==================== axi4lite_regfile_slave
Figure 1. Placed standard cells (axi4lite_regfile_slave).
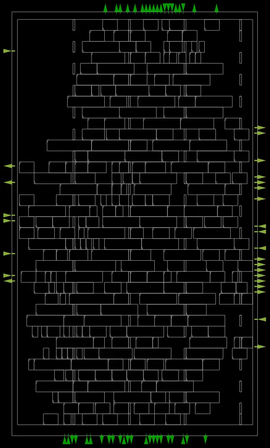

--- src/rtl/axi4lite_regfile_slave.sv ---
// AXI4-Lite register file slave: NUM_REGS-1 byte-strobed RW registers plus a
// read-only top register that counts successful write commits.
module axi4lite_regfile_slave #(
   parameter int unsigned C_S_AXI_ADDR_WIDTH = 2,
   parameter int unsigned C_S_AXI_DATA_WIDTH = 8
) (
   input  logic                                                   m_axi_aclk,
   input  logic                                                   m_axi_aresetn,
   input  logic [C_S_AXI_ADDR_WIDTH-1:0]                          s_axi_awaddr,
   input  logic                                                   s_axi_awvalid,
   output logic                                                   s_axi_awready,
   input  logic [C_S_AXI_DATA_WIDTH-1:0]                          s_axi_wdata,
   input  logic [C_S_AXI_DATA_WIDTH/8-1:0]                        s_axi_wstrb,
   input  logic                                                   s_axi_wvalid,
   output logic                                                   s_axi_wready,
   output logic [1:0]                                             s_axi_bresp,
   output logic                                                   s_axi_bvalid,
   input  logic                                                   s_axi_bready,
   input  logic [C_S_AXI_ADDR_WIDTH-1:0]                          s_axi_araddr,
   input  logic                                                   s_axi_arvalid,
   output logic                                                   s_axi_arready,
   output logic [C_S_AXI_DATA_WIDTH-1:0]                          s_axi_rdata,
   output logic [1:0]                                             s_axi_rresp,
   output logic                                                   s_axi_rvalid,
   input  logic                                                   s_axi_rready,
   output logic [(2**C_S_AXI_ADDR_WIDTH)*C_S_AXI_DATA_WIDTH-1:0]  regs_out
);

   localparam int unsigned ADDR_W   = C_S_AXI_ADDR_WIDTH;
   localparam int unsigned DATA_W   = C_S_AXI_DATA_WIDTH;
   localparam int unsigned STRB_W   = DATA_W / 8;
   localparam int unsigned NUM_REGS = 2 ** ADDR_W;
   localparam logic [ADDR_W-1:0] TOP_IDX = ADDR_W'(NUM_REGS - 1);
   localparam logic [1:0] RESP_OKAY   = 2'b00;
   localparam logic [1:0] RESP_SLVERR = 2'b10;

   typedef enum logic {W_ACCEPT, W_RESP} wstate_e;
   typedef enum logic {R_ACCEPT, R_DATA} rstate_e;

   wstate_e wstate;
   rstate_e rstate;

   logic [NUM_REGS-1:0][DATA_W-1:0] regs;

   logic              aw_held;
   logic              w_held;
   logic [ADDR_W-1:0] addr_q;
   logic [DATA_W-1:0] data_q;
   logic [STRB_W-1:0] strb_q;

   logic              aw_hs_c;
   logic              w_hs_c;
   logic              ar_hs_c;
   logic              commit_c;
   logic              top_hit_c;
   logic [ADDR_W-1:0] cm_addr_c;
   logic [DATA_W-1:0] cm_data_c;
   logic [STRB_W-1:0] cm_strb_c;

   assign regs_out = regs;

   // Handshakes and the write payload, taken from the latch or straight off the bus
   always_comb begin
      aw_hs_c   = s_axi_awvalid & s_axi_awready;
      w_hs_c    = s_axi_wvalid & s_axi_wready;
      ar_hs_c   = s_axi_arvalid & s_axi_arready;
      cm_addr_c = aw_held ? addr_q : s_axi_awaddr;
      cm_data_c = w_held ? data_q : s_axi_wdata;
      cm_strb_c = w_held ? strb_q : s_axi_wstrb;
      commit_c  = (wstate == W_ACCEPT) & (aw_held | aw_hs_c) & (w_held | w_hs_c);
      top_hit_c = (cm_addr_c == TOP_IDX);
   end

   // Write FSM, address/data latches and register updates
   always_ff @(posedge m_axi_aclk or negedge m_axi_aresetn) begin
      if (!m_axi_aresetn) begin
         wstate        <= W_ACCEPT;
         aw_held       <= 1'b0;
         w_held        <= 1'b0;
         addr_q        <= '0;
         data_q        <= '0;
         strb_q        <= '0;
         s_axi_awready <= 1'b0;
         s_axi_wready  <= 1'b0;
         s_axi_bvalid  <= 1'b0;
         s_axi_bresp   <= RESP_OKAY;
         regs          <= '0;
      end else begin
         case (wstate)
            W_ACCEPT: begin
               if (commit_c) begin
                  wstate        <= W_RESP;
                  aw_held       <= 1'b0;
                  w_held        <= 1'b0;
                  s_axi_awready <= 1'b0;
                  s_axi_wready  <= 1'b0;
                  s_axi_bvalid  <= 1'b1;
                  if (top_hit_c) begin
                     s_axi_bresp <= RESP_SLVERR;
                  end else begin
                     s_axi_bresp <= RESP_OKAY;
                     for (int b = 0; b < int'(STRB_W); b++) begin
                        if (cm_strb_c[b]) begin
                           regs[cm_addr_c][8*b +: 8] <= cm_data_c[8*b +: 8];
                        end
                     end
                     regs[TOP_IDX] <= regs[TOP_IDX] + DATA_W'(1);
                  end
               end else begin
                  if (aw_hs_c) begin
                     aw_held <= 1'b1;
                     addr_q  <= s_axi_awaddr;
                  end
                  if (w_hs_c) begin
                     w_held <= 1'b1;
                     data_q <= s_axi_wdata;
                     strb_q <= s_axi_wstrb;
                  end
                  s_axi_awready <= ~(aw_held | aw_hs_c);
                  s_axi_wready  <= ~(w_held | w_hs_c);
               end
            end
            W_RESP: begin
               if (s_axi_bready) begin
                  wstate        <= W_ACCEPT;
                  s_axi_bvalid  <= 1'b0;
                  s_axi_awready <= 1'b1;
                  s_axi_wready  <= 1'b1;
               end
            end
            default: wstate <= W_ACCEPT;
         endcase
      end
   end

   // Read FSM; sampling regs before this edge's write gives read-before-write ordering
   always_ff @(posedge m_axi_aclk or negedge m_axi_aresetn) begin
      if (!m_axi_aresetn) begin
         rstate        <= R_ACCEPT;
         s_axi_arready <= 1'b0;
         s_axi_rvalid  <= 1'b0;
         s_axi_rresp   <= RESP_OKAY;
         s_axi_rdata   <= '0;
      end else begin
         case (rstate)
            R_ACCEPT: begin
               if (ar_hs_c) begin
                  rstate        <= R_DATA;
                  s_axi_rdata   <= regs[s_axi_araddr];
                  s_axi_rresp   <= RESP_OKAY;
                  s_axi_rvalid  <= 1'b1;
                  s_axi_arready <= 1'b0;
               end else begin
                  s_axi_arready <= 1'b1;
               end
            end
            R_DATA: begin
               if (s_axi_rready) begin
                  rstate        <= R_ACCEPT;
                  s_axi_rvalid  <= 1'b0;
                  s_axi_arready <= 1'b1;
               end
            end
            default: rstate <= R_ACCEPT;
         endcase
      end
   end

endmodule

--- config.mk ---
export PLATFORM = sky130hd
export DESIGN_NAME = axi4lite_regfile_slave
export DESIGN_NICKNAME = d
export VERILOG_FILES = /design/src/rtl/axi4lite_regfile_slave.sv
export SDC_FILE = /design/constraint.sdc
export NUM_CORES = 1
export LEC_CHECK = 0
export CAP_MARGIN = 20
export CORE_ASPECT_RATIO = 1.75
export CORE_UTILIZATION = 45
export DETAILED_ROUTE_END_ITERATION = 10
export GPL_TIMING_DRIVEN = 0
export PLACE_DENSITY = 0.84
export SLEW_MARGIN = 5
export SYNTH_ARGS = -nofsm -noshare
export SYNTH_HDL_FRONTEND = slang
export SYNTH_SLANG_ARGS = --single-unit
--- constraint.sdc ---
create_clock -name m_axi_aclk -period 3.5 [get_ports m_axi_aclk]
set_input_delay 0.525 -clock m_axi_aclk [delete_from_list [all_inputs] [get_ports m_axi_aclk]]
set_output_delay 0.525 -clock m_axi_aclk [all_outputs]
set_load 0.05 [all_outputs]
==================== cpu_run_ctrl
**config.mk**
```make
export PLATFORM = sky130hd
export DESIGN_NAME = cpu_run_ctrl
export DESIGN_NICKNAME = d
export VERILOG_FILES = /design/src/rtl/cpu_run_ctrl.sv
export SDC_FILE = /design/constraint.sdc
export NUM_CORES = 1
export LEC_CHECK = 0
export ABC_AREA = 1
export CORE_MARGIN = 10
export CORE_UTILIZATION = 30
export CTS_CLUSTER_DIAMETER = 150
export DETAILED_ROUTE_END_ITERATION = 8
export PLACE_DENSITY = 0.47
export SLEW_MARGIN = 10
export SYNTH_ARGS = -nofsm -noshare
export SYNTH_HDL_FRONTEND = slang
export SYNTH_SLANG_ARGS = --single-unit
```
**constraint.sdc**
```tcl
create_clock -name clk_board -period 2.4 [get_ports clk_board]
set_input_delay 0.48 -clock clk_board [delete_from_list [all_inputs] [get_ports clk_board]]
set_output_delay 0.48 -clock clk_board [all_outputs]
set_load 0.02 [all_outputs]
```
**src/rtl/cpu_run_ctrl.sv**
```systemverilog
// cpu_run_ctrl: board-level run/stop/step/halt sequencer for the CPU clock-enable,
// with a selectable divide rate, a retired-enable counter and a free-running LED-scan tick.
module cpu_run_ctrl #(
    parameter int unsigned CPU_DIV = 10000000,
    parameter int unsigned LED_DIV = 100000
) (
    input  logic        clk_board,
    input  logic        rst,
    input  logic        btn_run,
    input  logic        btn_pause,
    input  logic        btn_step,
    input  logic        halt,
    input  logic [1:0]  speed_sel,
    output logic        cpu_ce,
    output logic        led_tick,
    output logic [1:0]  state,
    output logic        running,
    output logic [31:0] cycle_count
);

    typedef enum logic [1:0] {
        StStop = 2'd0,
        StRun  = 2'd1,
        StStep = 2'd2,
        StHalt = 2'd3
    } run_state_e;

    // Divide lengths per speed setting; a length that shifts down to zero runs at full rate.
    localparam int unsigned DivLen0 = CPU_DIV;
    localparam int unsigned DivLen1 = ((CPU_DIV >> 2) == 0) ? 1 : (CPU_DIV >> 2);
    localparam int unsigned DivLen2 = ((CPU_DIV >> 4) == 0) ? 1 : (CPU_DIV >> 4);
    localparam logic [31:0] DivLast0 = 32'(DivLen0 - 1);
    localparam logic [31:0] DivLast1 = 32'(DivLen1 - 1);
    localparam logic [31:0] DivLast2 = 32'(DivLen2 - 1);

    localparam int unsigned LedW = $clog2(LED_DIV);
    localparam logic [LedW-1:0] LedLast = LedW'(LED_DIV - 1);

    run_state_e      state_q, state_d;
    logic            btn_run_q, btn_pause_q, btn_step_q;
    logic            run_press, pause_press, step_press;
    logic [31:0]     div_cnt_q, div_cnt_d;
    logic [31:0]     div_last;
    logic            cpu_ce_q, cpu_ce_d;
    logic [31:0]     cycle_count_q, cycle_count_d;
    logic [LedW-1:0] led_cnt_q, led_cnt_d;
    logic            led_tick_q, led_tick_d;

    assign run_press   = btn_run & ~btn_run_q;
    assign pause_press = btn_pause & ~btn_pause_q;
    assign step_press  = btn_step & ~btn_step_q;

    // Button history is loaded even during reset so a button held through reset is not a press.
    always_ff @(posedge clk_board) begin
        btn_run_q   <= btn_run;
        btn_pause_q <= btn_pause;
        btn_step_q  <= btn_step;
    end

    // Select the divider terminal count for the current speed setting.
    always_comb begin
        div_last = DivLast0;
        case (speed_sel)
            2'b00:   div_last = DivLast0;
            2'b01:   div_last = DivLast1;
            2'b10:   div_last = DivLast2;
            default: div_last = '0;
        endcase
    end

    // Run-control next state from button presses and the CPU halt request.
    always_comb begin
        state_d = state_q;
        unique case (state_q)
            StStop: begin
                if (run_press) begin
                    state_d = StRun;
                end else if (step_press) begin
                    state_d = halt ? StHalt : StStep;
                end
            end
            StRun: begin
                if (halt) begin
                    state_d = StHalt;
                end else if (pause_press) begin
                    state_d = StStop;
                end
            end
            StStep: state_d = halt ? StHalt : StStop;
            StHalt: begin
                if (run_press && !halt) begin
                    state_d = StRun;
                end
            end
        endcase
    end

    // Clock-enable divider: counts only while staying in RUN; STEP entry issues one enable.
    always_comb begin
        div_cnt_d     = '0;
        cpu_ce_d      = 1'b0;
        cycle_count_d = cycle_count_q;
        if (state_q == StRun && state_d == StRun) begin
            // >= so a speed change that drops the limit below the count fires at once
            if (div_cnt_q >= div_last) begin
                cpu_ce_d      = 1'b1;
                cycle_count_d = cycle_count_q + 32'd1;
            end else begin
                div_cnt_d = div_cnt_q + 32'd1;
            end
        end else if (state_d == StStep) begin
            cpu_ce_d      = 1'b1;
            cycle_count_d = cycle_count_q + 32'd1;
        end
    end

    // Free-running LED scan divider.
    always_comb begin
        led_cnt_d  = led_cnt_q + LedW'(1);
        led_tick_d = 1'b0;
        if (led_cnt_q == LedLast) begin
            led_cnt_d  = '0;
            led_tick_d = 1'b1;
        end
    end

    // State and counter registers with synchronous reset.
    always_ff @(posedge clk_board) begin
        if (rst) begin
            state_q       <= StStop;
            div_cnt_q     <= '0;
            cpu_ce_q      <= 1'b0;
            cycle_count_q <= '0;
            led_cnt_q     <= '0;
            led_tick_q    <= 1'b0;
        end else begin
            state_q       <= state_d;
            div_cnt_q     <= div_cnt_d;
            cpu_ce_q      <= cpu_ce_d;
            cycle_count_q <= cycle_count_d;
            led_cnt_q     <= led_cnt_d;
            led_tick_q    <= led_tick_d;
        end
    end

    assign cpu_ce      = cpu_ce_q;
    assign led_tick    = led_tick_q;
    assign state       = state_q;
    assign running     = (state_q == StRun);
    assign cycle_count = cycle_count_q;

endmodule

```

==> notes/layouts.md <==
Pictures saved along the way, in no particular order.

Port wiring.
picture 1
Scale: 2 px per um.
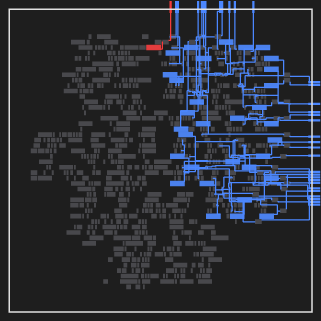
picture 2
Scale: 4 px per um.
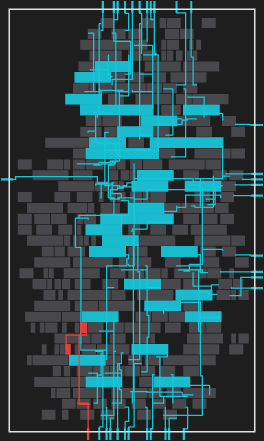
- axi4lite_regfile_slave = picture 2
- cpu_run_ctrl = picture 1
The one with the largest die is picture 1.
The one with the most cells is picture 1.

Key to picture 1:
cycle_count -> blue  # bits 32, direction output, edge 21 east, 11 north, end cells 32, buffers 32, wire 1,910 um
cpu_ce -> red  # bits 1, direction output, edge north, end cells 1, buffers 1, wire 20.5 um

Figure 2. Placement density heat map (axi4lite_regfile_slave).
Scale: 4 px per um. The die is cut into 6 by 11 equal tiles; dark blue is low, red is high, 0 to 100% covered.
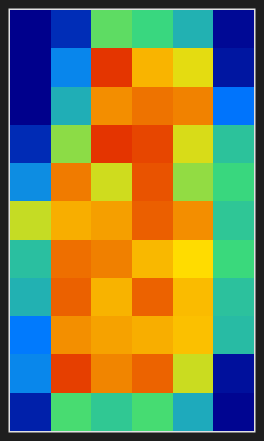
tiles over 75% full = 41%
mean over tiles = 57%
fullest tile = 94%
nearly empty tiles = 7.6%
emptiest ninth of the die = north-west
fp util: 46.63%
core area: 5879 sq um
Core Util, Final: 63.55%

Notes on Figure 1 above:
FP Rows: 37
fraction of area in registers: 40.86%

==> ci_impl_report.md, axi4lite_regfile_slave <==
## Synthesis and layout report

| Metric | Value |
|---|---|
| Hold_ws | `0.4857 ns` |
| Nonclk inv count | `3` |
| Most instantiated logic cells after routing | `62 x clkdlybuf4s50_1, 61 x dfrtp_1, 53 x mux2_2` |
| CTS clk-pin slew, worst paths | `0.07 ns` |
| Worst hold start | `s_axi_rvalid$_DFFE_PN0P_` |
| Largest class | `sequential cells` |
| Count of library flops with an enable pin | `0` |
| Critical path startpoint category | `input pin` |
| Hold depth | `2` |
| GR Overflow Total | `0` |
| Clock Power | `0.656 mW` |
| Synth top cell by count | `dfrtp_1` |
| Yosys top cell by area | `dfrtp_1` |
| Switching power | `1.819 mW` |
| Synth flops | `61` |
| Status | `finished clean` |
| Die W | `61 um` |
| Placed wire-length estimate | `4346 um` |
| #MultiIn Comb | `123` |
| Syn avg cell area | `14.13 sq um` |
| RR Startpoint | `w_held$_DFFE_PN0P_` |
| Netlist cell types | `30` |
| Antenna cells | `0` |
| Worst Setup Slack, final | `1.237 ns` |
Figure 3. M1 wires (cpu_run_ctrl).
Scale: 4 px per um. Supply wires on this layer in gray.
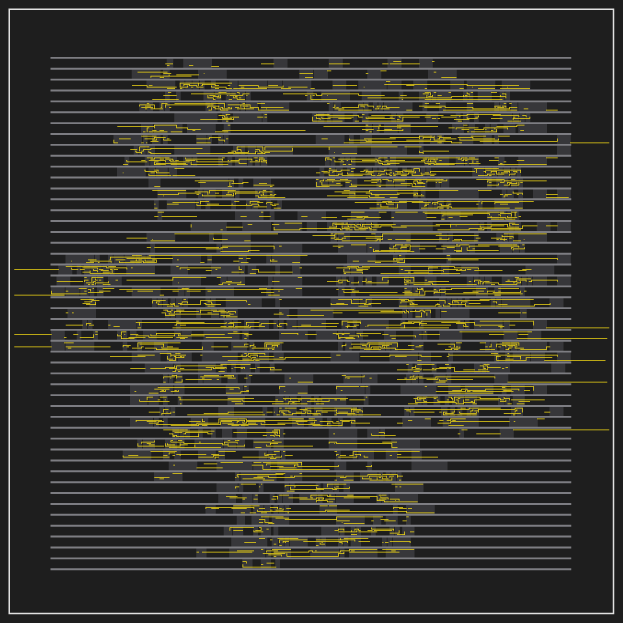
main direction = horizontal
share of all routed wire = 50%

==> ci_impl_report.md, cpu_run_ctrl <==
## Synthesis and layout report

| Metric | Value |
|---|---|
| Status | `finished clean` |
| Crit-path max cell delay | `0.26 ns` |
| GR Overflow Total | `0` |
| Antenna cells | `0` |
| Register area | `1762 sq um` |
| Comb pwr | `1.21 mW` |
| Flop pwr share | `39.7%` |
| Critical path startpoint category | `input pin` |
| Pint | `3.000 mW` |
| Worst path cell trace | `buf_4 > inv_4 > buf_4 > ha_2 > inv_2 > buf_6 > ha_4 > nand4_1 > nand3b_1 > nor2_1 > nand2_1 > nand2_2 > nand2_8 > buf_16 > a21oi_1 > nor2_1` |
| CP required | `2.65 ns` |
| GRT busiest layer | `met2` |
| Post-CTS Hold Fix Bufs | `0` |
| Clock Skews | `0.006941 ns` |
| Post-Syn Area | `5124 sq um` |
| Slowest cell on crit path | `ha_4` |
| Synth flops | `88` |
| Layout Nets | `815` |
| Die footprint | `22,710 sq um` |
| Worst reg2reg path depth | `18` |
| RR Startpoint | `div_cnt_q[0]$_SDFF_PP0_` |


==> screenshots <==
Cells by drive strength.
(a)
Scale: 2 px per um.
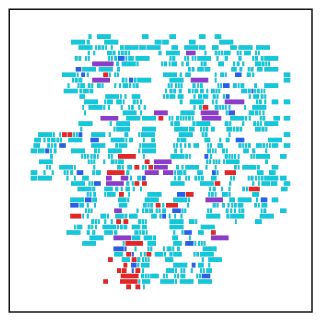
(b)
Scale: 4 px per um.
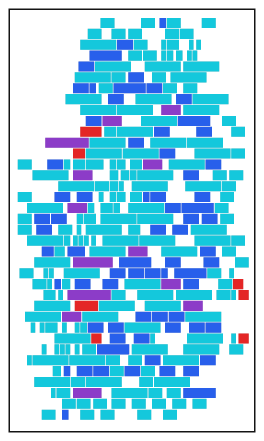
Of these, largest die: (a)
Of these, most cells: (a)
(a): cpu_run_ctrl
(b): axi4lite_regfile_slave

Power and IR drop assume default switching activity.
